# pipe_hazard_unit

Figure 1. Routing congestion map (pipe_hazard_unit).
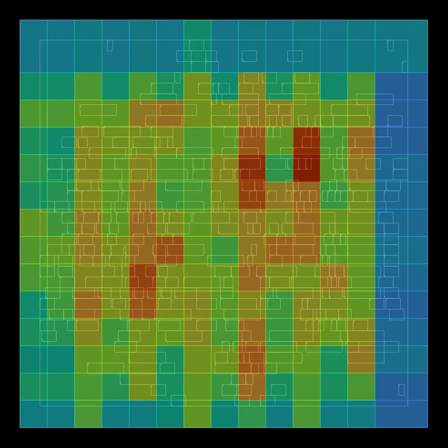
Figure 2. Logic cells by family (pipe_hazard_unit).
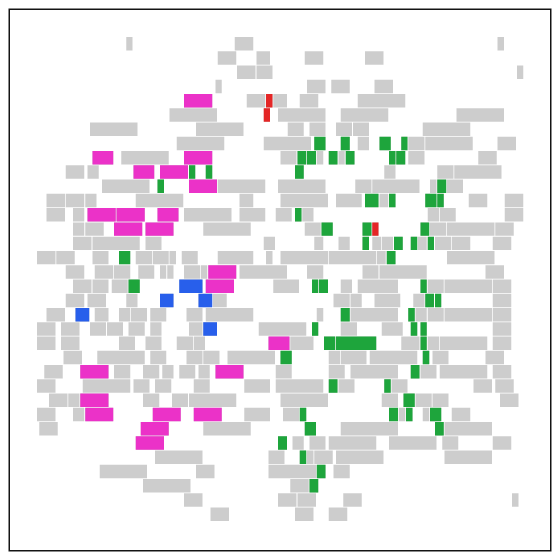
File: config.mk
export PLATFORM = sky130hd
export DESIGN_NAME = pipe_hazard_unit
export DESIGN_NICKNAME = d
export VERILOG_FILES = /design/src/rtl/pipe_hazard_unit_pkg.sv /design/src/rtl/pipe_rec_sreg.sv /design/src/rtl/pipe_hazard_unit.sv
export SDC_FILE = /design/constraint.sdc
export NUM_CORES = 1
export LEC_CHECK = 0
export CORE_MARGIN = 5
export CORE_UTILIZATION = 35
export CTS_BUF_LIST = sky130_fd_sc_hd__clkbuf_2 sky130_fd_sc_hd__clkbuf_4 sky130_fd_sc_hd__clkbuf_8
export DETAILED_ROUTE_END_ITERATION = 16
export GPL_ROUTABILITY_DRIVEN = 1
export PLACE_DENSITY = 0.61
export SLEW_MARGIN = 20
export SYNTH_ARGS = -nofsm -noshare
export SYNTH_HDL_FRONTEND = slang
export SYNTH_HIERARCHICAL = 1
export SYNTH_SLANG_ARGS = --single-unit
File: constraint.sdc
create_clock -name clk -period 5.1 [get_ports clk]
set_input_delay 0.51 -clock clk [delete_from_list [all_inputs] [get_ports clk]]
set_output_delay 0.51 -clock clk [all_outputs]
set_load 0.005 [all_outputs]
File: src/rtl/pipe_hazard_unit_pkg.sv
// Shared types and defaults for the pipeline hazard/forwarding controller.
package pipe_hazard_unit_pkg;

    localparam int PIPE_DEPTH_DEF = 3;
    localparam int LOAD_STAGE_DEF = 3;
    localparam int REG_AW_DEF     = 5;
    localparam int FWD_SEL_REG    = 0;

    typedef struct packed {
        logic                  valid;
        logic [REG_AW_DEF-1:0] rd;
        logic                  wen;
        logic                  is_load;
    } stage_rec_t;

endpackage

File: src/rtl/pipe_rec_sreg.sv
// In-flight destination records, stage 1 (E) .. DEPTH (W); whole chain holds on freeze.
module pipe_rec_sreg
    import pipe_hazard_unit_pkg::*;
#(
    parameter int  DEPTH = PIPE_DEPTH_DEF,
    parameter type rec_t = stage_rec_t
) (
    input  logic             clk,
    input  logic             rst,
    input  logic             hold,
    input  rec_t             s1_in,
    output rec_t [DEPTH:1]   recs
);

    always_ff @(posedge clk or posedge rst) begin
        if (rst) begin
            recs <= '0;
        end else if (!hold) begin
            recs[1] <= s1_in;
            for (int s = 2; s <= DEPTH; s++)
                recs[s] <= recs[s-1];
        end
    end

endmodule

File: src/rtl/pipe_hazard_unit.sv
// Hazard/forwarding controller for a PIPE_DEPTH-stage E..W pipeline.
// Define HAZARD_FWD_EN for forwarding + load-use stalls; default build is interlock-only.
module pipe_hazard_unit
    import pipe_hazard_unit_pkg::*;
#(
    parameter int PIPE_DEPTH = PIPE_DEPTH_DEF,
    parameter int LOAD_STAGE = LOAD_STAGE_DEF,
    parameter int REG_AW     = REG_AW_DEF,
    parameter int SEL_W      = $clog2(PIPE_DEPTH + 1)
) (
    input  logic              clk,
    input  logic              rst,
    input  logic              d_valid,
    input  logic [REG_AW-1:0] d_rs1,
    input  logic [REG_AW-1:0] d_rs2,
    input  logic              d_use_rs1,
    input  logic              d_use_rs2,
    input  logic [REG_AW-1:0] d_rd,
    input  logic              d_wen,
    input  logic              d_is_load,
    input  logic              redirect,
    input  logic              mem_busy,
    output logic              stall_d,
    output logic              freeze,
    output logic              d_rs1_sel,
    output logic              d_rs2_sel,
    output logic [SEL_W-1:0]  e_rs1_sel,
    output logic [SEL_W-1:0]  e_rs2_sel,
    output logic [REG_AW-1:0] w_rd,
    output logic              w_wen,
    output logic [31:0]       stall_cnt
);

    typedef struct packed {
        logic              valid;
        logic [REG_AW-1:0] rd;
        logic              wen;
        logic              is_load;
    } rec_t;

    rec_t [PIPE_DEPTH:1] recs;
    rec_t                s1_in;
    logic                issue, du1, du2;

    function automatic logic hit(rec_t r, logic [REG_AW-1:0] src);
        return r.valid & r.wen & (r.rd == src) & (src != '0);
    endfunction

    // Gated by rst so every output reads 0 while reset is held.
    assign freeze = mem_busy & ~rst;
    assign du1    = d_valid & d_use_rs1;
    assign du2    = d_valid & d_use_rs2;
    assign issue  = d_valid & ~stall_d & ~redirect;
    assign s1_in  = issue ? rec_t'{valid: 1'b1, rd: d_rd, wen: d_wen, is_load: d_is_load} : '0;

    pipe_rec_sreg #(.DEPTH(PIPE_DEPTH), .rec_t(rec_t)) u_sreg (
        .clk   (clk),
        .rst   (rst),
        .hold  (freeze),
        .s1_in (s1_in),
        .recs  (recs)
    );

    assign d_rs1_sel = du1 & hit(recs[PIPE_DEPTH], d_rs1);
    assign d_rs2_sel = du2 & hit(recs[PIPE_DEPTH], d_rs2);
    assign w_rd      = recs[PIPE_DEPTH].rd;
    assign w_wen     = recs[PIPE_DEPTH].valid & recs[PIPE_DEPTH].wen & ~freeze;

`ifdef HAZARD_FWD_EN
    logic [REG_AW-1:0] e_rs1, e_rs2;
    logic              e_use1, e_use2;
    logic [SEL_W-1:0]  y1, y2;
    logic              y1_ld, y2_ld;

    always_ff @(posedge clk or posedge rst) begin
        if (rst) begin
            e_rs1  <= '0;
            e_rs2  <= '0;
            e_use1 <= 1'b0;
            e_use2 <= 1'b0;
        end else if (!freeze) begin
            e_rs1  <= issue ? d_rs1 : '0;
            e_rs2  <= issue ? d_rs2 : '0;
            e_use1 <= issue & d_use_rs1;
            e_use2 <= issue & d_use_rs2;
        end
    end

    // Scan oldest to youngest so the smallest matching stage wins.
    always_comb begin
        y1        = '0;
        y2        = '0;
        y1_ld     = 1'b0;
        y2_ld     = 1'b0;
        e_rs1_sel = SEL_W'(FWD_SEL_REG);
        e_rs2_sel = SEL_W'(FWD_SEL_REG);
        for (int s = PIPE_DEPTH; s >= 1; s--) begin
            if (hit(recs[s], d_rs1)) begin
                y1    = SEL_W'(s);
                y1_ld = recs[s].is_load;
            end
            if (hit(recs[s], d_rs2)) begin
                y2    = SEL_W'(s);
                y2_ld = recs[s].is_load;
            end
            if (s >= 2 && e_use1 && hit(recs[s], e_rs1)) e_rs1_sel = SEL_W'(s);
            if (s >= 2 && e_use2 && hit(recs[s], e_rs2)) e_rs2_sel = SEL_W'(s);
        end
        stall_d = (du1 & y1_ld & (int'(y1) + 1 < LOAD_STAGE)) |
                  (du2 & y2_ld & (int'(y2) + 1 < LOAD_STAGE));
    end
`else
    logic unused_ld;

    // Without forwarding, a dependent waits until its producer reaches W.
    always_comb begin
        stall_d = 1'b0;
        for (int s = 1; s < PIPE_DEPTH; s++)
            if ((du1 & hit(recs[s], d_rs1)) | (du2 & hit(recs[s], d_rs2)))
                stall_d = 1'b1;
    end

    always_comb begin
        unused_ld = (LOAD_STAGE > 0);
        for (int s = 1; s <= PIPE_DEPTH; s++)
            unused_ld = unused_ld ^ recs[s].is_load;
    end

    assign e_rs1_sel = SEL_W'(FWD_SEL_REG);
    assign e_rs2_sel = SEL_W'(FWD_SEL_REG);
`endif

    always_ff @(posedge clk or posedge rst) begin
        if (rst)
            stall_cnt <= '0;
        else if (stall_d && !freeze && !redirect && stall_cnt != '1)
            stall_cnt <= stall_cnt + 32'd1;
    end

endmodule

==> run notes <==
• outcome: finished clean
• number of antenna violations at the first check in global routing: 0
• Seq area share: 34.4%
• largest net degree at the start of global routing: 34
• Multi-In Gates: 209
• via total after detailed routing: 2,202
• DRT met1 WL: 3080 um
• buffers inserted by post-CTS timing repair: 0
• vias per cell: 4.92
• crit-path cells: clkdlybuf4s50_1, xor2_1, nor4_1, a22oi_1, o22ai_2, buf_4, clkdlybuf4s50_1
• Layout Nets: 364
• Worst Path Class, Setup: input pin to primary output
• critical path's largest stage delay: 0.57 ns
• end point of the critical path: stall_d
• area of the chip: 10,600 um^2
• Buffers on Ports: 64
• post-layout period usage of the worst path: 64.7%
• H-tree level count: 2
• Non-clock buffers: 67
• row count: 34
• required time worst endpoint: 4.59 ns
• total negative slack: 0 ns
• initial drt markers: 63
• clock-pin transition on the worst setup and hold timing paths: 0.08 ns
• final worst path period need: 3.30 ns
• CTS tree: yes
• relative area of non-clock buffer cells in the final design: 17.2%
• CP Launch Point: d_rs1[3]
• stages on the worst setup path: 7
• crit-path max FO: 33
• last weighted congestion value of the routability-driven placer: 0.839
• met2 Track Usage GR: 22.6%
• invs w/o clock: 3
• DP Cell Count: 440
• most used cell, CP: sky130_fd_sc_hd__clkdlybuf4s50_1
• delay-heaviest family, CP: buffers and inverters
• ratio of cells with drive above 1 in the final layout: 12.9%
• Regs by FF count: stall_cnt: 32 flops, u_sreg/recs: 21 flops
• via count of the first global-routing pass: 2,286
• post-synthesis cell count: 274
• met3 Resource Use GR: 3.72%
• number of pins exceeding their max-slew limit in the final report: 0
About Figure 1:
GR met1 Demand/Resource: 17.5%
final design utilization: 44.8%

About Figure 2:
legend:
  blue:
    family: inverting AOI/OAI gates
    cells: 5
  red:
    family: inverters
    cells: 3
  magenta:
    family: multiplexers
    cells: 22
  green:
    family: NAND gates
    cells: 59

-- cell usage in the layout (no fill, tap or decap), types with 6 or more instances in the layout --
cell,count
sky130_fd_sc_hd__and2_1,9
sky130_fd_sc_hd__clkbuf_8,6
sky130_fd_sc_hd__clkdlybuf4s50_1,64
sky130_fd_sc_hd__dfrtp_1,53
sky130_fd_sc_hd__mux2_4,18
sky130_fd_sc_hd__nand2_1,24
sky130_fd_sc_hd__nand3_1,22
sky130_fd_sc_hd__nand4_1,10
sky130_fd_sc_hd__nor2_1,13
sky130_fd_sc_hd__nor4_1,9
sky130_fd_sc_hd__xnor2_1,39
sky130_fd_sc_hd__xor2_1,22
-- where the power goes --
group | internal [mW] | leakage [nW] | switching (mW)
Sequential | 0.433 | 0.728 | 0.0171
Clock | 0.166 | 0.0619 | 0.136
Combinational | 0.0588 | 0.805 | 0.0444
-- metrics by stage --
| step | worst slack [ns] | hold slack, ns |
|---|---|---|
| 2_1_floorplan | 2.98 | 0.480 |
| 3_3_place_gp | 1.82 | 0.484 |
| 3_5_place_dp | 1.79 | 0.483 |
| 4_1_cts | 1.79 | 0.495 |
| 5_1_grt | 1.64 | 0.520 |
| 6_report | 1.80 | 0.489 |

# can_clic_pend_flat

Figure 3. Cells by drive strength (can_clic_pend_flat).
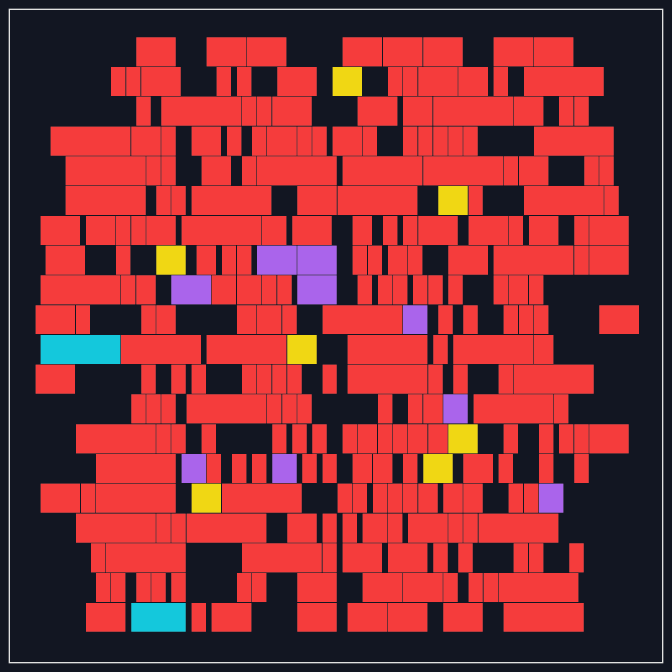
Figure 4. Logic cells by family (can_clic_pend_flat).
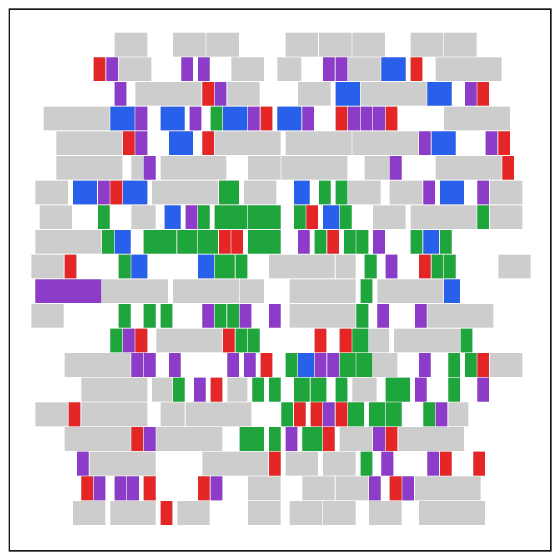
==> src/rtl/common_pkg.sv <==
// Shared sizing and types for the CLIC pending stage and its arbiter.
// Index is one bit wider than strictly needed so that out-of-range indices exist and can be rejected.
package common_pkg;

  localparam int N_VEC     = 4;
  localparam int PRIO_BITS = 3;
  localparam int IDX_BITS  = $clog2(N_VEC) + 1;

  typedef logic [PRIO_BITS-1:0] Prio;
  typedef logic [IDX_BITS-1:0]  Index;
  typedef Prio  [N_VEC-1:0]     Entries;

endpackage

==> src/rtl/can_clic_pend_if.sv <==
// Configuration, software pending-bit and take bus of the CLIC pending stage.
interface can_clic_pend_if #(
  parameter int PRIO_BITS = common_pkg::PRIO_BITS,
  parameter int IDX_BITS  = common_pkg::IDX_BITS
);

  logic                 cfg_we;
  logic [IDX_BITS-1:0]  cfg_index;
  logic                 cfg_ie;
  logic                 cfg_edge;
  logic [PRIO_BITS-1:0] cfg_prio;

  logic                 sw_we;
  logic [IDX_BITS-1:0]  sw_index;
  logic                 sw_set;

  logic                 take_i;
  logic [IDX_BITS-1:0]  take_index_i;

  modport master (
    output cfg_we, cfg_index, cfg_ie, cfg_edge, cfg_prio,
    output sw_we, sw_index, sw_set,
    output take_i, take_index_i
  );

  modport slave (
    input cfg_we, cfg_index, cfg_ie, cfg_edge, cfg_prio,
    input sw_we, sw_index, sw_set,
    input take_i, take_index_i
  );

endinterface

==> src/rtl/can_clic_sync.sv <==
// Two-flop synchronizer for the asynchronous interrupt lines.
module can_clic_sync #(
  parameter int WIDTH = 1
) (
  input  logic             clk,
  input  logic             reset,
  input  logic [WIDTH-1:0] d_i,
  output logic [WIDTH-1:0] q_o
);

  logic [WIDTH-1:0] meta_q;
  logic [WIDTH-1:0] sync_q;

  always_ff @(posedge clk) begin
    if (reset) begin
      meta_q <= '0;
      sync_q <= '0;
    end else begin
      meta_q <= d_i;
      sync_q <= meta_q;
    end
  end

  assign q_o = sync_q;

endmodule

==> src/rtl/can_clic_pend.sv <==
// Per-vector pending/enable/priority state of the CLIC, producing the arbiter's priority entries.
// Level vectors follow the synchronized line directly; edge vectors latch rises until taken or cleared.
module can_clic_pend #(
  parameter int N_VEC     = common_pkg::N_VEC,
  parameter int PRIO_BITS = common_pkg::PRIO_BITS,
  parameter int IDX_BITS  = common_pkg::IDX_BITS
) (
  input  logic                                clk,
  input  logic                                reset,
  input  logic [N_VEC-1:0]                    irq_i,
  can_clic_pend_if.slave                      bus,
  output logic [N_VEC-1:0][PRIO_BITS-1:0]     entries_o,
  output logic [N_VEC-1:0]                    pend_o
);

  import common_pkg::*;

  logic [N_VEC-1:0]                irq_s;
  logic [N_VEC-1:0]                irq_q;
  logic [N_VEC-1:0]                rise;

  logic [N_VEC-1:0]                cfg_hit;
  logic [N_VEC-1:0]                sw_set_hit;
  logic [N_VEC-1:0]                sw_clr_hit;
  logic [N_VEC-1:0]                take_hit;

  logic [N_VEC-1:0]                pend_q, pend_d;
  logic [N_VEC-1:0]                ie_q, ie_d;
  logic [N_VEC-1:0]                edge_q, edge_d;
  logic [N_VEC-1:0][PRIO_BITS-1:0] prio_q, prio_d;
  logic [N_VEC-1:0]                pend;

  can_clic_sync #(
    .WIDTH (N_VEC)
  ) u_sync (
    .clk   (clk),
    .reset (reset),
    .d_i   (irq_i),
    .q_o   (irq_s)
  );

  assign rise = irq_s & ~irq_q;

  // Index compare is full width, so indices >= N_VEC never match any vector.
  for (genvar gi = 0; gi < N_VEC; gi++) begin : g_vec
    assign cfg_hit[gi]    = bus.cfg_we && (bus.cfg_index == IDX_BITS'(gi));
    assign sw_set_hit[gi] = bus.sw_we && bus.sw_set && (bus.sw_index == IDX_BITS'(gi));
    assign sw_clr_hit[gi] = bus.sw_we && !bus.sw_set && (bus.sw_index == IDX_BITS'(gi));
    assign take_hit[gi]   = bus.take_i && (bus.take_index_i == IDX_BITS'(gi));

    assign pend[gi]      = edge_q[gi] ? pend_q[gi] : irq_s[gi];
    assign entries_o[gi] = (pend[gi] && ie_q[gi]) ? prio_q[gi] : '0;
  end

  assign pend_o = pend;

  always_comb begin
    pend_d = pend_q;
    ie_d   = ie_q;
    edge_d = edge_q;
    prio_d = prio_q;
    for (int v = 0; v < N_VEC; v++) begin
      // Level vectors keep tracking irq_s so a switch to edge mode retains the current level.
      if (!edge_q[v]) begin
        pend_d[v] = irq_s[v];
      end else if (rise[v] || sw_set_hit[v]) begin
        pend_d[v] = 1'b1;
      end else if (take_hit[v] || sw_clr_hit[v]) begin
        pend_d[v] = 1'b0;
      end
      if (cfg_hit[v]) begin
        ie_d[v]   = bus.cfg_ie;
        edge_d[v] = bus.cfg_edge;
        prio_d[v] = bus.cfg_prio;
      end
    end
  end

  always_ff @(posedge clk) begin
    if (reset) begin
      irq_q  <= '0;
      pend_q <= '0;
      ie_q   <= '0;
      edge_q <= '0;
      prio_q <= '0;
    end else begin
      irq_q  <= irq_s;
      pend_q <= pend_d;
      ie_q   <= ie_d;
      edge_q <= edge_d;
      prio_q <= prio_d;
    end
  end

endmodule
==> src/flat_wrapper.sv <==
// flat-port wrapper written by rule: the top's interface ports become plain ports
module can_clic_pend_flat import common_pkg::*;
#(
  parameter int N_VEC     = common_pkg::N_VEC,
  parameter int PRIO_BITS = common_pkg::PRIO_BITS,
  parameter int IDX_BITS  = common_pkg::IDX_BITS
)
  (clk, reset, irq_i, entries_o, pend_o, bus_cfg_we, bus_cfg_index, bus_cfg_ie, bus_cfg_edge, bus_cfg_prio, bus_sw_we, bus_sw_index, bus_sw_set, bus_take_i, bus_take_index_i);
  can_clic_pend_if #(.PRIO_BITS(PRIO_BITS), .IDX_BITS(IDX_BITS)) bus_i ();
  input  logic clk;
  input  logic reset;
  input  logic [N_VEC-1:0] irq_i;
  output logic [N_VEC-1:0][PRIO_BITS-1:0] entries_o;
  output logic [N_VEC-1:0] pend_o;
  input wire logic [$bits(bus_i.cfg_we)-1:0] bus_cfg_we;
  input wire logic [$bits(bus_i.cfg_index)-1:0] bus_cfg_index;
  input wire logic [$bits(bus_i.cfg_ie)-1:0] bus_cfg_ie;
  input wire logic [$bits(bus_i.cfg_edge)-1:0] bus_cfg_edge;
  input wire logic [$bits(bus_i.cfg_prio)-1:0] bus_cfg_prio;
  input wire logic [$bits(bus_i.sw_we)-1:0] bus_sw_we;
  input wire logic [$bits(bus_i.sw_index)-1:0] bus_sw_index;
  input wire logic [$bits(bus_i.sw_set)-1:0] bus_sw_set;
  input wire logic [$bits(bus_i.take_i)-1:0] bus_take_i;
  input wire logic [$bits(bus_i.take_index_i)-1:0] bus_take_index_i;
  assign bus_i.cfg_we = bus_cfg_we;
  assign bus_i.cfg_index = bus_cfg_index;
  assign bus_i.cfg_ie = bus_cfg_ie;
  assign bus_i.cfg_edge = bus_cfg_edge;
  assign bus_i.cfg_prio = bus_cfg_prio;
  assign bus_i.sw_we = bus_sw_we;
  assign bus_i.sw_index = bus_sw_index;
  assign bus_i.sw_set = bus_sw_set;
  assign bus_i.take_i = bus_take_i;
  assign bus_i.take_index_i = bus_take_index_i;
  can_clic_pend #(.N_VEC(N_VEC), .PRIO_BITS(PRIO_BITS), .IDX_BITS(IDX_BITS)) u_core (.clk(clk), .reset(reset), .irq_i(irq_i), .bus(bus_i), .entries_o(entries_o), .pend_o(pend_o));
endmodule
==> config.mk <==
export PLATFORM = sky130hd
export DESIGN_NAME = can_clic_pend_flat
export DESIGN_NICKNAME = d
export VERILOG_FILES = /design/src/rtl/common_pkg.sv /design/src/rtl/can_clic_pend_if.sv /design/src/rtl/can_clic_sync.sv /design/src/rtl/can_clic_pend.sv /design/src/flat_wrapper.sv
export SDC_FILE = /design/constraint.sdc
export NUM_CORES = 1
export LEC_CHECK = 0
export ABC_AREA = 1
export CAP_MARGIN = 20
export CORE_MARGIN = 2
export CORE_UTILIZATION = 51
export CTS_CLUSTER_DIAMETER = 150
export CTS_CLUSTER_SIZE = 25
export DETAILED_ROUTE_END_ITERATION = 7
export GPL_TIMING_DRIVEN = 1
export HOLD_SLACK_MARGIN = 0.12
export PLACE_DENSITY = 0.86
export SKIP_CTS_REPAIR_TIMING = 1
export SYNTH_ARGS = -nofsm -noshare
export SYNTH_HDL_FRONTEND = slang
export SYNTH_SLANG_ARGS = --single-unit
==> constraint.sdc <==
create_clock -name clk -period 2.4 [get_ports clk]
set_input_delay 0.36 -clock clk [delete_from_list [all_inputs] [get_ports clk]]
set_output_delay 0.36 -clock clk [all_outputs]
set_load 0.01 [all_outputs]
==> run notes <==
• commonest non-fill, non-tap cells in the layout: sky130_fd_sc_hd__nor2_1, sky130_fd_sc_hd__nand2_1, sky130_fd_sc_hd__inv_1
• Layout Nets: 293
• slack of the worst reg-to-reg path: 1.39 ns
• CP Launch Point: u_core.u_sync.q_o[2]
• HPWL after detailed placement: 2290 um
• total clock buffers created by CTS: 5
• outcome: finished clean
• share of Yosys cell area claimed by the top area cell type: 45.8%
• via total after detailed routing: 1,454
• number of clock sinks: 36
• number of cells on the worst hold path: 2
• global-route usage over all layers: 18.8%
• setup violation total in the final timing report: 0
• post-route cell area: 2060 um^2
• DP Cell Count: 295
• post-synthesis register bit count: 36
• Cell area leaders: sky130_fd_sc_hd__dfxtp_1, sky130_fd_sc_hd__nor2_1, sky130_fd_sc_hd__nand2_1
• final worst setup slack: 0.248 ns
• number of cells in Yosys stat: 226
• GR met1 Demand/Resource: 23.9%
Notes on Figure 3 above:
legend:
  red:
    size: _0 and _1 cells
    cells: 252
    share: 93%
    most_used: nor2_1
  purple:
    size: _2 cells
    cells: 9
    share: 3.3%
    most_used: or2_2
  yellow:
    size: _3 and _4 cells
    cells: 7
    share: 2.6%
    most_used: clkbuf_4
  cyan:
    size: _6 and larger
    cells: 2
    share: 0.74%

Notes on Figure 4 above:
legend:
  green:
    family: NAND gates
    cells: 61
  blue:
    family: inverting AOI/OAI gates
    cells: 21
  purple:
    family: NOR gates
    cells: 59
  red:
    family: inverters
    cells: 40
    where: widely spread

logic make-up (layout without fill, tap and decap cells):
logic type / count (synthesis) / count (layout) / share of synthesized area, %
AOI/OAI and AO/OA: 21 / 21 / 8.58
and+or+nand+nor: 125 / 125 / 35.1
buffers and inverters: 44 / 88 / 10.6
DFF: 36 / 36 / 45.8
registers in the layout, indices dropped and copies added (netlist names):
name	flops
u_core.prio_q	12
u_core.ie_q	4
u_core.irq_q	4
u_core.u_sync.q_o	4
u_core.pend_q	4
u_core.edge_q	4
u_core.u_sync.meta_q	4
power by group:
| group | total [mW] | leakage (nW) | internal (mW) | switching (mW) |
|---|---|---|---|---|
| sequential | 0.623 | 0.294 | 0.617 | 0.00595 |
| clock | 0.334 | 0.0315 | 0.143 | 0.191 |
| combinational | 0.126 | 0.554 | 0.0611 | 0.0650 |
| total | 1.08 | 0.879 | 0.822 | 0.262 |
layout make-up:
class / instances / area (um^2)
well taps: 33 / 41.3
inverters: 40 / 150
clock buffers: 7 / 55.1
multi-input cells: 146 / 688
clock inverters: 1 / 7.51
fillers: 268 / 942
flip-flops and latches: 36 / 721
repair buffers: 40 / 398

# two_of_four_tx

--- src/rtl/two_of_four_tx.sv ---
// 2-of-4 codeword transmitter: maps symbols 0..5 onto the six 2-hot nibbles,
// holds each word under valid/ready backpressure, and can auto-sweep all six.
module two_of_four_tx #(
  parameter int CNT_W = 16
) (
  input  logic             clk,
  input  logic             rst_n,
  input  logic             sym_valid,
  input  logic [2:0]       sym,
  output logic             sym_ready,
  input  logic             sweep_start,
  output logic             a,
  output logic             b,
  output logic             c,
  output logic             d,
  output logic             cw_valid,
  input  logic             cw_ready,
  output logic             busy,
  output logic             sweep_done,
  output logic             sym_err,
  output logic [7:0]       err_cnt,
  output logic [CNT_W-1:0] tx_cnt
);

  typedef enum logic [1:0] {IDLE, HOLD, SWEEP} state_e;

  state_e             state_q, state_d;
  logic [3:0]         cw_q, cw_d;
  logic [2:0]         idx_q, idx_d;
  logic [CNT_W-1:0]   tx_q, tx_d;
  logic [7:0]         err_q, err_d;
  logic               sym_err_q, sym_err_d;
  logic               done_q, done_d;
  logic               rdy, accept, legal;

  function automatic logic [3:0] enc(input logic [2:0] s);
    case (s)
      3'd0:    enc = 4'b0011;
      3'd1:    enc = 4'b0101;
      3'd2:    enc = 4'b0110;
      3'd3:    enc = 4'b1001;
      3'd4:    enc = 4'b1010;
      3'd5:    enc = 4'b1100;
      default: enc = 4'b0000;
    endcase
  endfunction

  // A new symbol may be taken in IDLE, or in HOLD when the current word leaves.
  assign rdy    = (state_q == IDLE) || (state_q == HOLD && cw_ready);
  assign accept = sym_valid && rdy;
  assign legal  = (sym < 3'd6);

  always_comb begin
    state_d   = state_q;
    cw_d      = cw_q;
    idx_d     = idx_q;
    tx_d      = tx_q;
    err_d     = err_q;
    sym_err_d = 1'b0;
    done_d    = 1'b0;

    if (accept && !legal) begin
      sym_err_d = 1'b1;
      if (err_q != 8'hFF) err_d = err_q + 8'd1;
    end

    case (state_q)
      IDLE: begin
        if (sym_valid) begin
          if (legal) begin
            state_d = HOLD;
            cw_d    = enc(sym);
          end
        end else if (sweep_start) begin
          state_d = SWEEP;
          idx_d   = 3'd0;
          cw_d    = enc(3'd0);
        end
      end
      HOLD: begin
        if (cw_ready) begin
          tx_d    = tx_q + CNT_W'(1);
          state_d = IDLE;
          cw_d    = 4'b0000;
          if (sym_valid && legal) begin
            state_d = HOLD;
            cw_d    = enc(sym);
          end
        end
      end
      SWEEP: begin
        if (cw_ready) begin
          tx_d = tx_q + CNT_W'(1);
          if (idx_q == 3'd5) begin
            state_d = IDLE;
            cw_d    = 4'b0000;
            idx_d   = 3'd0;
            done_d  = 1'b1;
          end else begin
            idx_d = idx_q + 3'd1;
            cw_d  = enc(idx_q + 3'd1);
          end
        end
      end
      default: begin
        state_d = IDLE;
        cw_d    = 4'b0000;
      end
    endcase
  end

  always_ff @(posedge clk or negedge rst_n) begin
    if (!rst_n) begin
      state_q   <= IDLE;
      cw_q      <= 4'b0000;
      idx_q     <= 3'd0;
      tx_q      <= '0;
      err_q     <= 8'd0;
      sym_err_q <= 1'b0;
      done_q    <= 1'b0;
    end else begin
      state_q   <= state_d;
      cw_q      <= cw_d;
      idx_q     <= idx_d;
      tx_q      <= tx_d;
      err_q     <= err_d;
      sym_err_q <= sym_err_d;
      done_q    <= done_d;
    end
  end

  assign sym_ready    = rst_n && rdy;
  assign {a, b, c, d} = cw_q;
  assign cw_valid     = (state_q != IDLE);
  assign busy         = (state_q == SWEEP);
  assign sweep_done   = done_q;
  assign sym_err      = sym_err_q;
  assign err_cnt      = err_q;
  assign tx_cnt       = tx_q;

endmodule

--- config.mk ---
export PLATFORM = sky130hd
export DESIGN_NAME = two_of_four_tx
export DESIGN_NICKNAME = d
export VERILOG_FILES = /design/src/rtl/two_of_four_tx.sv
export SDC_FILE = /design/constraint.sdc
export NUM_CORES = 1
export LEC_CHECK = 0
export CAP_MARGIN = 10
export CORE_MARGIN = 2
export CORE_UTILIZATION = 33
export DETAILED_ROUTE_END_ITERATION = 16
export HOLD_SLACK_MARGIN = 0.12
export PLACE_DENSITY = 0.56
export SYNTH_ARGS = -nofsm -noshare
export SYNTH_HDL_FRONTEND = slang
export SYNTH_SLANG_ARGS = --single-unit
--- constraint.sdc ---
create_clock -name clk -period 3.45 [get_ports clk]
set_input_delay 0.69 -clock clk [delete_from_list [all_inputs] [get_ports clk]]
set_output_delay 0.69 -clock clk [all_outputs]
set_load 0.05 [all_outputs]
Figure 5. Logic cells by family (two_of_four_tx).
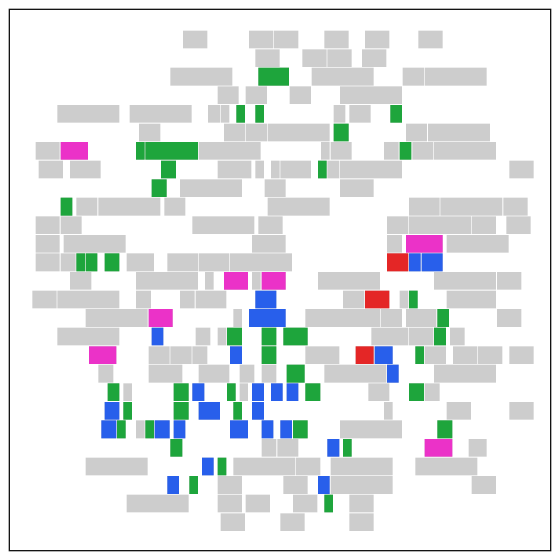
legend:
  red:
    family: AND-OR and OR-AND gates
    cells: 3
  green:
    family: NAND gates
    cells: 41
  magenta:
    family: multiplexers
    cells: 7
  blue:
    family: inverting AOI/OAI gates
    cells: 25

Figure 6. Where the registers sit (two_of_four_tx).
Bar = 20 um. Other sequential cells in the stronger gray, the rest of the logic in the fainter gray.
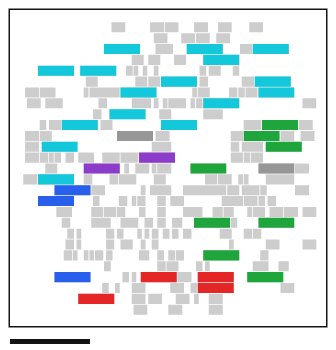
legend:
  green:
    name_in_the_netlist: `err_cnt`
    flops: 8
  cyan:
    name_in_the_netlist: `tx_cnt`
    flops: 16
  purple:
    name_in_the_netlist: `state_q`
    flops: 2
  red:
    name_in_the_netlist: `cw_q`
    flops: 4
    where: south
  blue:
    name_in_the_netlist: `idx_q`
    flops: 3
not colored: 2

==> run notes <==
• crit-path cells: inv_1, ha_1, clkdlybuf4s50_1
• clock network fraction of design power: 19.5%
• total clock buffers created by CTS: 5
• post-placement setup slack: 0.880 ns
• crit-path max FO: 11
• last weighted congestion value of the routability-driven placer: 0.825
• Clock Skew: 0.00625 ns
• outcome: finished clean
• dominant cell by count in the synthesized netlist: sky130_fd_sc_hd__dfrtp_1
• cell type contributing the most total cell area after synthesis: sky130_fd_sc_hd__dfrtp_1
• post-synthesis sequential area ratio: 47.0%
• Reg power frac: 32.2%
• non-filler instance count after layout: 294
• flip-flops with a built-in enable: 0
• total net switching power: 0.840 mW
• end point of the critical path: busy
• final worst path period need: 2.78 ns
• Sw Share: 44.4%
• count of boundary I/O pins: 41
• Clk power: 0.370 mW
• logic share of the area: 38.3%
• total chip power: 1.89 mW
• Post-synth ARST share: 100%
• Critical Path AT: 2.09 ns
• Top logic family: simple AND/OR/NAND/NOR gates
• Cell area leaders: sky130_fd_sc_hd__dfrtp_1, sky130_fd_sc_hd__xnor2_1, sky130_fd_sc_hd__ha_1
• synthesized area per cell: 10.6 um^2
• start of the worst register-to-register path: state_q[1]
• global-route wire length before repair: 6810 um
• number of cells on the worst hold path: 1
• Fillers: 552
• Layout Nets: 235
• width of the die: 79.1 um
• Init Core Util: 34.0%
[placed cells by master, fill, tap and decap left out, types with 2 or more instances in the layout]
cell type,n
sky130_fd_sc_hd__a21oi_1,6
sky130_fd_sc_hd__and2_1,2
sky130_fd_sc_hd__and3_1,4
sky130_fd_sc_hd__and4_1,2
sky130_fd_sc_hd__clkbuf_8,5
sky130_fd_sc_hd__clkdlybuf4s50_1,39
sky130_fd_sc_hd__dfrtp_1,35
sky130_fd_sc_hd__ha_1,6
sky130_fd_sc_hd__inv_1,6
sky130_fd_sc_hd__mux2_2,3
sky130_fd_sc_hd__mux2i_1,3
sky130_fd_sc_hd__nand2_1,16
sky130_fd_sc_hd__nand2b_1,8
sky130_fd_sc_hd__nand3_1,8
sky130_fd_sc_hd__nand4_1,5
sky130_fd_sc_hd__nor2_1,6
sky130_fd_sc_hd__nor2b_1,6
sky130_fd_sc_hd__nor3_1,2
sky130_fd_sc_hd__o21ai_0,10
sky130_fd_sc_hd__o22ai_1,2
sky130_fd_sc_hd__xnor2_1,10
sky130_fd_sc_hd__xor2_1,8

# moore_mod_counter_flat

[config.mk]
export PLATFORM = sky130hd
export DESIGN_NAME = moore_mod_counter_flat
export DESIGN_NICKNAME = d
export VERILOG_FILES = /design/src/rtl/moore_mod_counter_if.sv /design/src/rtl/moore_mod_counter.sv /design/src/flat_wrapper.sv
export SDC_FILE = /design/constraint.sdc
export NUM_CORES = 1
export LEC_CHECK = 0
export CORE_AREA = 2 2 39 41
export CTS_BUF_LIST = sky130_fd_sc_hd__clkbuf_4 sky130_fd_sc_hd__clkbuf_8
export DETAILED_ROUTE_END_ITERATION = 16
export DIE_AREA = 0 0 41 43
export MAX_ROUTING_LAYER = met4
export SLEW_MARGIN = 40
export SYNTH_ARGS = -nofsm -noshare
export SYNTH_HDL_FRONTEND = slang
export SYNTH_SLANG_ARGS = --single-unit
[constraint.sdc]
create_clock -name clk -period 1.6 [get_ports clk]
set_input_delay 0.32 -clock clk [delete_from_list [all_inputs] [get_ports clk]]
set_output_delay 0.32 -clock clk [all_outputs]
set_load 0.01 [all_outputs]
[src/rtl/moore_mod_counter_if.sv]
// rtl/moore_mod_counter_if.sv - control/status bundle for moore_mod_counter (dir present only with MOORE_CNT_DOWN_EN)
interface moore_mod_counter_if #(
  parameter int WIDTH = 4
);
  logic             en;
  logic             clr;
  logic             load;
  logic [WIDTH-1:0] load_val;
`ifdef MOORE_CNT_DOWN_EN
  logic             dir;
`endif
  logic [WIDTH-1:0] count;
  logic             out;
  logic             wrap;
  logic             done;

`ifdef MOORE_CNT_DOWN_EN
  modport master (output en, clr, load, load_val, dir, input count, out, wrap, done);
  modport slave  (input en, clr, load, load_val, dir, output count, out, wrap, done);
`else
  modport master (output en, clr, load, load_val, input count, out, wrap, done);
  modport slave  (input en, clr, load, load_val, output count, out, wrap, done);
`endif
endinterface

[src/rtl/moore_mod_counter.sv]
// rtl/moore_mod_counter.sv - Moore modulo counter FSM with clear/load/wrap/one-shot halt; MOORE_CNT_DOWN_EN adds dir
module moore_mod_counter #(
  parameter int WIDTH     = 4,
  parameter int MODULO    = 16,
  parameter int MATCH_VAL = 2,
  parameter int ONE_SHOT  = 0
) (
  input logic              clk,
  input logic              reset_n,
  moore_mod_counter_if.slave bus
);

  // Reject parameter sets that would let count leave 0..MODULO-1 or never match.
  if (MODULO < 2 || MODULO > (1 << WIDTH) || MATCH_VAL < 0 || MATCH_VAL >= MODULO) begin : g_bad_params
    $error("moore_mod_counter: illegal WIDTH/MODULO/MATCH_VAL combination");
  end

  localparam logic [WIDTH-1:0] TERM    = WIDTH'(MODULO - 1);
  localparam logic [WIDTH-1:0] MATCH   = WIDTH'(MATCH_VAL);
  localparam logic [WIDTH:0]   MOD_EXT = (WIDTH + 1)'(MODULO);

  typedef enum logic {RUN, HALT} state_t;

  state_t           state;
  logic [WIDTH-1:0] count;
  logic             wrap;
  logic             down;
  logic [WIDTH-1:0] load_clamped;

`ifdef MOORE_CNT_DOWN_EN
  assign down = bus.dir;
`else
  assign down = 1'b0;
`endif

  // Out-of-range load values saturate at the terminal count.
  assign load_clamped = ({1'b0, bus.load_val} < MOD_EXT) ? bus.load_val : TERM;

  // Outputs are pure decodes of registered state; no input reaches them.
  assign bus.count = count;
  assign bus.wrap  = wrap;
  assign bus.done  = (state == HALT);
  assign bus.out   = (count == MATCH);

  // Count/halt FSM: clr beats load beats en; wrap is a one-cycle pulse.
  always_ff @(posedge clk or negedge reset_n) begin
    if (!reset_n) begin
      count <= '0;
      wrap  <= 1'b0;
      state <= RUN;
    end else begin
      wrap <= 1'b0;
      if (bus.clr) begin
        count <= '0;
        state <= RUN;
      end else if (bus.load) begin
        count <= load_clamped;
        state <= RUN;
      end else if (bus.en && state == RUN) begin
        if (down) begin
          if (count == '0) begin
            if (ONE_SHOT != 0) begin
              state <= HALT;
            end else begin
              count <= TERM;
              wrap  <= 1'b1;
            end
          end else begin
            count <= count - 1'b1;
          end
        end else begin
          if (count == TERM) begin
            if (ONE_SHOT != 0) begin
              state <= HALT;
            end else begin
              count <= '0;
              wrap  <= 1'b1;
            end
          end else begin
            count <= count + 1'b1;
          end
        end
      end
    end
  end

endmodule

[src/flat_wrapper.sv]
// flat-port wrapper written by rule: the top's interface ports become plain ports
module moore_mod_counter_flat 
#(
  parameter int WIDTH     = 4,
  parameter int MODULO    = 16,
  parameter int MATCH_VAL = 2,
  parameter int ONE_SHOT  = 0
)
  (clk, reset_n, bus_en, bus_clr, bus_load, bus_load_val, bus_count, bus_out, bus_wrap, bus_done);
  moore_mod_counter_if #(.WIDTH(WIDTH)) bus_i ();
  input logic clk;
  input logic reset_n;
  input wire logic [$bits(bus_i.en)-1:0] bus_en;
  input wire logic [$bits(bus_i.clr)-1:0] bus_clr;
  input wire logic [$bits(bus_i.load)-1:0] bus_load;
  input wire logic [$bits(bus_i.load_val)-1:0] bus_load_val;
  output wire logic [$bits(bus_i.count)-1:0] bus_count;
  output wire logic [$bits(bus_i.out)-1:0] bus_out;
  output wire logic [$bits(bus_i.wrap)-1:0] bus_wrap;
  output wire logic [$bits(bus_i.done)-1:0] bus_done;
  assign bus_i.en = bus_en;
  assign bus_i.clr = bus_clr;
  assign bus_i.load = bus_load;
  assign bus_i.load_val = bus_load_val;
  assign bus_count = bus_i.count;
  assign bus_out = bus_i.out;
  assign bus_wrap = bus_i.wrap;
  assign bus_done = bus_i.done;
  moore_mod_counter #(.WIDTH(WIDTH), .MODULO(MODULO), .MATCH_VAL(MATCH_VAL), .ONE_SHOT(ONE_SHOT)) u_core (.clk(clk), .reset_n(reset_n), .bus(bus_i));
endmodule
Figure 7. Routing congestion map (moore_mod_counter_flat).
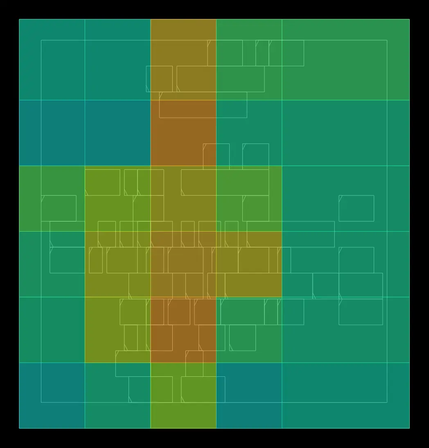
global-route usage over all layers: 10.1%
final design utilization: 38.3%
met2 Track Usage GR: 11.6%
met3 Resource Use GR: 4.71%
WL/cell: 10.2 um

Figure 8. Routed metal, one color a layer (moore_mod_counter_flat).
Two of the layers only.
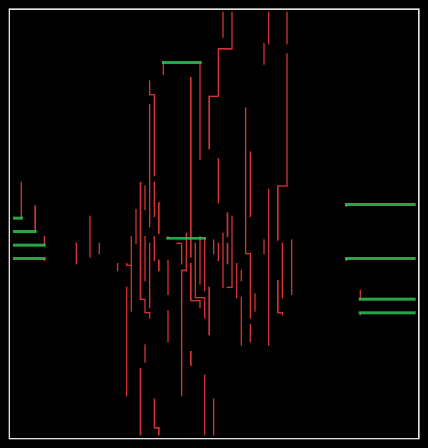
legend:
  green:
    layer: metal 3
    wire_length: 40.5 um
  red:
    layer: metal 2
    wire_length: 349 um

Figure 9. Cells by drive strength (moore_mod_counter_flat).
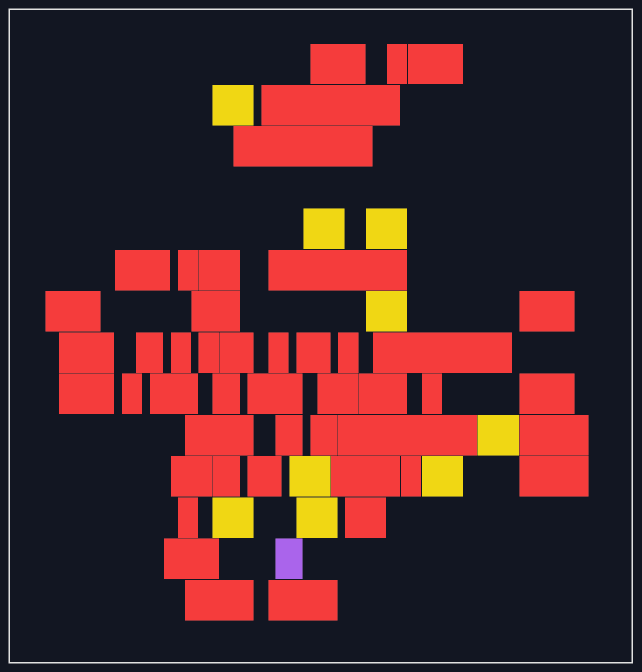
legend:
  red:
    size: _0 and _1 cells
    cells: 46
    share: 82%
    most_used: clkdlybuf4s50_1
  yellow:
    size: _3 and _4 cells
    cells: 9
    share: 16%
    most_used: buf_4
  purple:
    size: _2 cells
    cells: 1
    share: 1.8%
    most_used: clkbuf_2

-- how the worst min path moves through the flow --
| stage | start | end | slack, ns | cells past startpoint |
|---|---|---|---|---|
| 2_1_floorplan | reset_n | u_core.bus.count[0] | 0.02 | 0 |
| 3_3_place_gp | reset_n | u_core.bus.wrap | 0.57 | 1 |
| 3_5_place_dp | reset_n | u_core.bus.wrap | 0.56 | 1 |
| 4_1_cts | reset_n | u_core.bus.count[0] | 0.31 | 1 |
| 5_1_grt | reset_n | u_core.bus.count[3] | 0.32 | 1 |
| 6_report | reset_n | u_core.bus.count[3] | 0.30 | 1 |
-- state kept, by name (all words and copies together), names as in the netlist --
signal,count
u_core.bus.count,4
u_core.bus.wrap,1
-- cell families after synthesis --
kind of cell	count (synthesis)	share of synthesized area (%)
compound gates	8	16.4
buf+inv	3	4.92
mux	1	3.28
other cells	1	1.23
xor+xnor	1	2.87
flops	5	41.0
simple gates	13	22.1
fa+ha+maj	2	8.20
-- timing repair --
action                                  4_1_cts  5_1_grt
endpoints found under the setup margin        1        5
hold endpoints to repair                      0        0
gates resized                                 1        7
==> run notes <==
• DRC: 0
• WHS: 0.303 ns
• H-tree level count: 1
• invs w/o clock: 2
• Clk power: 0.160 mW
• vertical die dimension: 43 um
• library cells used by synthesis: 21
• number of iterations in the first detailed-routing pass: 5
• total clock buffers created by CTS: 3
• Seq area share: 23.6%
• post-layout period usage of the worst path: 90.8%
• outcome: finished clean
• Clock Skew: 0.00292 ns
• internal power: 0.297 mW
• reg-to-reg critical path endpoint: u_core.bus.count[0]
• Tool Warnings: 27
• Sw Share: 23.9%
• total net switching power: 0.0934 mW
• area of the chip: 1760 um^2
• row count: 14
• DP Cell Count: 68
• total count of hold-check failures in the final report: 0
• total congestion overflow: 0
• share of Yosys cell area claimed by the top area cell type: 41.0%
• crit-path max FO: 2
• Max IR drop VDD: 0.000222 V
• met3 WL post-DR: 40 um
• Synth Net Count: 45
• Reg power frac: 35.5%
• clock-pin transition on the worst setup and hold timing paths: 0.04 ns
• post-synthesis cell count: 34
• GR met1 Demand/Resource: 14.1%
• final worst setup slack: 0.148 ns
• CP Launch Point: u_core.bus.count[0]
• flip-flops with a built-in enable: 0
• Multi-In Gates: 26
• Bufs on Longest Clock Path: 2
• logic share of the area: 31.1%
• Buffers on Ports: 14
• Worst Path Class, Setup: register to primary output
• final worst path period need: 1.45 ns
• crit-path cells: inv_1, ha_1, nor3b_1, clkbuf_2
• HPWL after detailed placement: 599 um
• power per standard cell area: 736 nW/um^2
• slack of the worst reg-to-reg path: 0.27 ns

# instruction_fetch_unit

Figure 10. Routed metal, one color a layer (instruction_fetch_unit).
Two of the layers only.
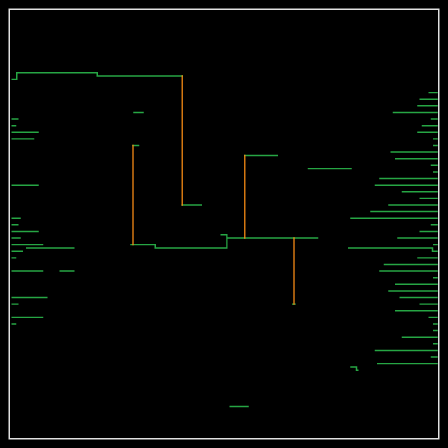
Figure 11. Cells by drive strength (instruction_fetch_unit).
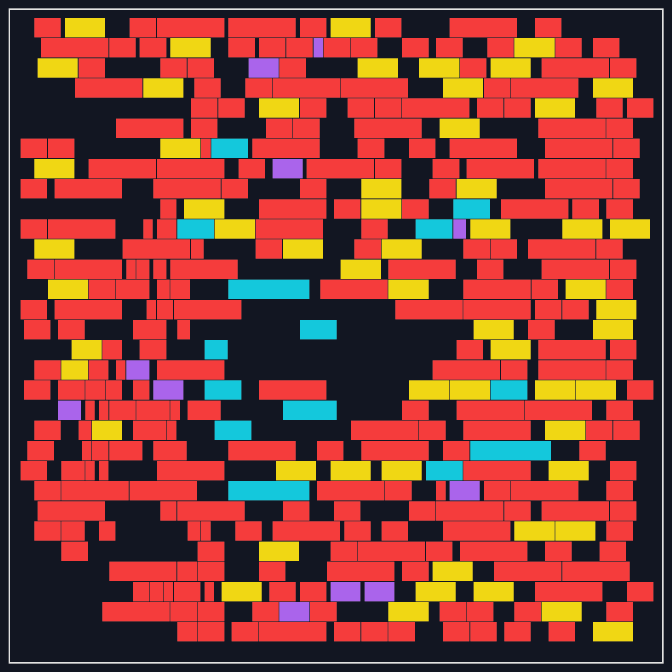
File: config.mk
export PLATFORM = sky130hd
export DESIGN_NAME = instruction_fetch_unit
export DESIGN_NICKNAME = d
export VERILOG_FILES = /design/src/rtl/instruction_fetch_unit.sv
export SDC_FILE = /design/constraint.sdc
export NUM_CORES = 1
export LEC_CHECK = 0
export CORE_UTILIZATION = 43
export CTS_BUF_LIST = sky130_fd_sc_hd__clkbuf_8
export CTS_CLUSTER_DIAMETER = 80
export CTS_CLUSTER_SIZE = 14
export DETAILED_ROUTE_END_ITERATION = 7
export PLACE_DENSITY = 0.82
export SYNTH_ARGS = -nofsm -noshare
export SYNTH_HDL_FRONTEND = slang
export SYNTH_SLANG_ARGS = --single-unit
File: constraint.sdc
create_clock -name clock -period 3 [get_ports clock]
set_clock_uncertainty 0.05 [all_clocks]
set_input_delay 0.45 -clock clock [delete_from_list [all_inputs] [get_ports clock]]
set_output_delay 0.45 -clock clock [all_outputs]
set_load 0.05 [all_outputs]
File: src/rtl/instruction_fetch_unit.sv
// Instruction fetch unit: validates the PC, maps kernel addresses, runs one bus read
// per request and latches the fetched word, reporting done or a coded fault.
module instruction_fetch_unit #(
  parameter int unsigned TimeoutCycles = 16
) (
  input  logic        clock,
  input  logic        reset,
  input  logic [31:0] program_counter,
  input  logic        user_mode,
  input  logic        fetch_start,
  input  logic        fetch_cancel,
  output logic        bus_request,
  output logic [31:0] bus_address,
  input  logic        bus_acknowledge,
  input  logic [31:0] bus_read_data,
  output logic [31:0] instruction,
  output logic        fetch_busy,
  output logic        fetch_done,
  output logic        fetch_fault,
  output logic [1:0]  fault_code
);

  localparam int unsigned CntW = $clog2(TimeoutCycles);
  localparam logic [CntW-1:0] CntMax = CntW'(TimeoutCycles - 1);

  typedef enum logic [1:0] {StIdle, StBus, StDone, StFault} state_e;

  state_e          state_q, state_d;
  logic [31:0]     addr_q, addr_d;
  logic [31:0]     instr_q, instr_d;
  logic [1:0]      code_q, code_d;
  logic [CntW-1:0] cnt_q, cnt_d;

  always_ff @(posedge clock or posedge reset) begin
    if (reset) begin
      state_q <= StIdle;
      addr_q  <= '0;
      instr_q <= '0;
      code_q  <= '0;
      cnt_q   <= '0;
    end else begin
      state_q <= state_d;
      addr_q  <= addr_d;
      instr_q <= instr_d;
      code_q  <= code_d;
      cnt_q   <= cnt_d;
    end
  end

  always_comb begin
    state_d = state_q;
    addr_d  = addr_q;
    instr_d = instr_q;
    code_d  = code_q;
    cnt_d   = cnt_q;
    unique case (state_q)
      StIdle: begin
        if (fetch_start && !fetch_cancel) begin
          cnt_d = '0;
          if (program_counter[1:0] != 2'b00) begin
            code_d  = 2'd1;
            state_d = StFault;
          end else if (user_mode && program_counter[31]) begin
            code_d  = 2'd2;
            state_d = StFault;
          end else begin
            code_d  = 2'd0;
            // Kernel direct-mapped segment strips the top two bits.
            addr_d  = (program_counter[31:30] == 2'b11) ? {2'b00, program_counter[29:0]}
                                                        : program_counter;
            state_d = StBus;
          end
        end
      end
      StBus: begin
        cnt_d = cnt_q + 1'b1;
        if (fetch_cancel) begin
          state_d = StIdle;
        end else if (bus_acknowledge) begin
          instr_d = bus_read_data;
          state_d = StDone;
        end else if (cnt_q == CntMax) begin
          code_d  = 2'd3;
          state_d = StFault;
        end
      end
      StDone: begin
        code_d  = 2'd0;
        state_d = StIdle;
      end
      StFault: state_d = StIdle;
      default: state_d = StIdle;
    endcase
  end

  assign bus_request = (state_q == StBus);
  assign bus_address = addr_q;
  assign instruction = instr_q;
  assign fetch_busy  = (state_q != StIdle);
  assign fetch_done  = (state_q == StDone);
  assign fetch_fault = (state_q == StFault);
  assign fault_code  = code_q;

endmodule

==> run notes <==
• reported combinational group power: 3.71 mW
• total congestion overflow: 0
• Core Footprint: 7210 um^2
• DRT met1 WL: 2950 um
• largest net degree at the start of global routing: 45
• final design utilization: 67.2%
• post-synthesis register bit count: 72
• number of cells in Yosys stat: 195
• proportion of power drawn by combinational gates: 58.7%
• H-tree level count: 3
• library cells used by synthesis: 31
• commonest non-fill, non-tap cells in the layout: sky130_fd_sc_hd__clkdlybuf4s50_1, sky130_fd_sc_hd__dfrtp_1, sky130_fd_sc_hd__mux2_4
• Reg power frac: 27.0%
• post-layout period usage of the worst path: 86.0%
• critical path endpoint category: primary output
• post-synthesis cell count: 195
• total chip power: 6.32 mW
• outcome: finished clean
• met2 Track Usage GR: 31.4%
• transition time at the pin with the least slew margin: 0.626 ns
• Post-synth ARST share: 100%
• row count: 31
• FMAX: 0.388 GHz
• Post-CTS Resized: 0
• via total after detailed routing: 2,114
• non-filler instance count after layout: 443
• total net switching power: 2.83 mW
• dominant cell by count in the synthesized netlist: sky130_fd_sc_hd__dfrtp_1
• Synth Net Count: 272
• clock-pin transition on the worst setup and hold timing paths: 0.08 ns
• flip-flops with a built-in enable: 0
• critical path's largest stage delay: 0.86 ns
• final worst path period need: 2.58 ns
• DRC: 0
• Init Core Util: 44.1%
Notes on Figure 10 above:
legend:
  green:
    layer: metal 3
    wire_length: 434 um
  orange:
    layer: metal 4
    wire_length: 77.5 um

Notes on Figure 11 above:
legend:
  red:
    size: _0 and _1 cells
    cells: 262
    share: 76%
    most_used: clkdlybuf4s50_1
  cyan:
    size: _6 and larger
    cells: 14
    share: 4.1%
    most_used: clkbuf_8
  yellow:
    size: _3 and _4 cells
    cells: 57
    share: 17%
    most_used: mux2_4
  purple:
    size: _2 cells
    cells: 11
    share: 3.2%
    most_used: mux2_2

## logic make-up after synthesis
logic type               Yosys count  synth area share [%]
flip-flops                        72                  56.6
multiplexers                      62                  28.3
AND/OR/NAND/NOR                   26                  4.91
AND-OR/OR-AND                     15                  3.38
buffers and inverters             13                  4.13
adder cells (fa/ha/maj)            7                  2.75
## flip-flops by register name (all words and copies together), names as in the netlist
name,flops
bus_address,32
instruction,32
cnt_q,4
fault_code,2
state_q,2
## area by class of cell
type | instances | area, um^2 | area share (%)
flip-flops and latches | 72 | 1800 | 37.2
clock buffers | 9 | 124 | 2.56
well taps | 99 | 124 | 2.56
multi-input cells | 110 | 1250 | 25.8
inverters | 6 | 22.5 | 0.465
repair buffers | 140 | 1410 | 29.1
clock inverters | 7 | 111 | 2.30
## worst paths after layout
kind	from	end	slack, ns
worst max-delay path	state_q[1]	bus_request	0.42
worst min-delay path	reset	instruction[27]	0.45
worst max register to register	state_q[1]	instruction[17]	0.95
worst min register to register	cnt_q[3]	cnt_q[3]	0.45
max in group asynchronous	reset	instruction[11]	1.78
min in group clock	cnt_q[3]	cnt_q[3]	0.45


==> gallery <==
Routing congestion map.
panel A
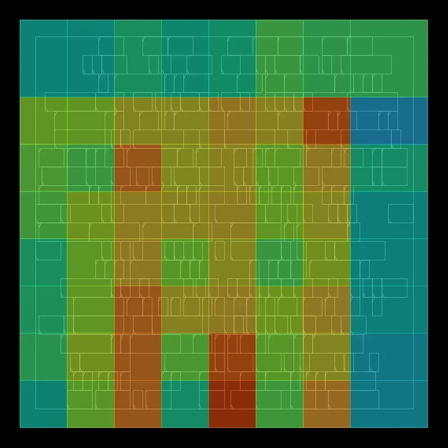
panel B
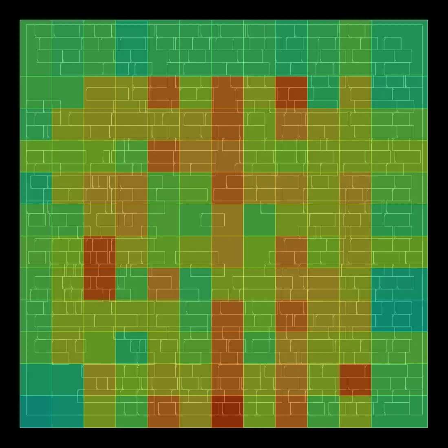
panel C
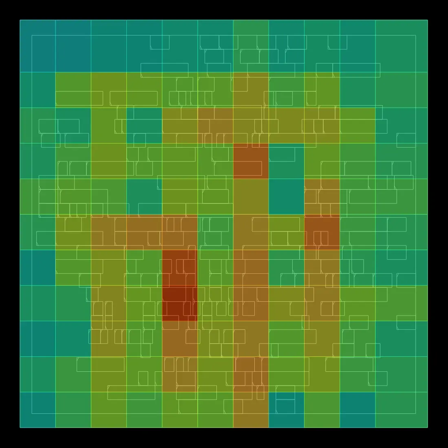
Of these, lowest track usage: panel C
Of these, least wire per cell: panel A
Panel C comes from two_of_four_tx.
Panel A comes from can_clic_pend_flat.
Panel B comes from instruction_fetch_unit.

Power and IR drop assume default switching activity.
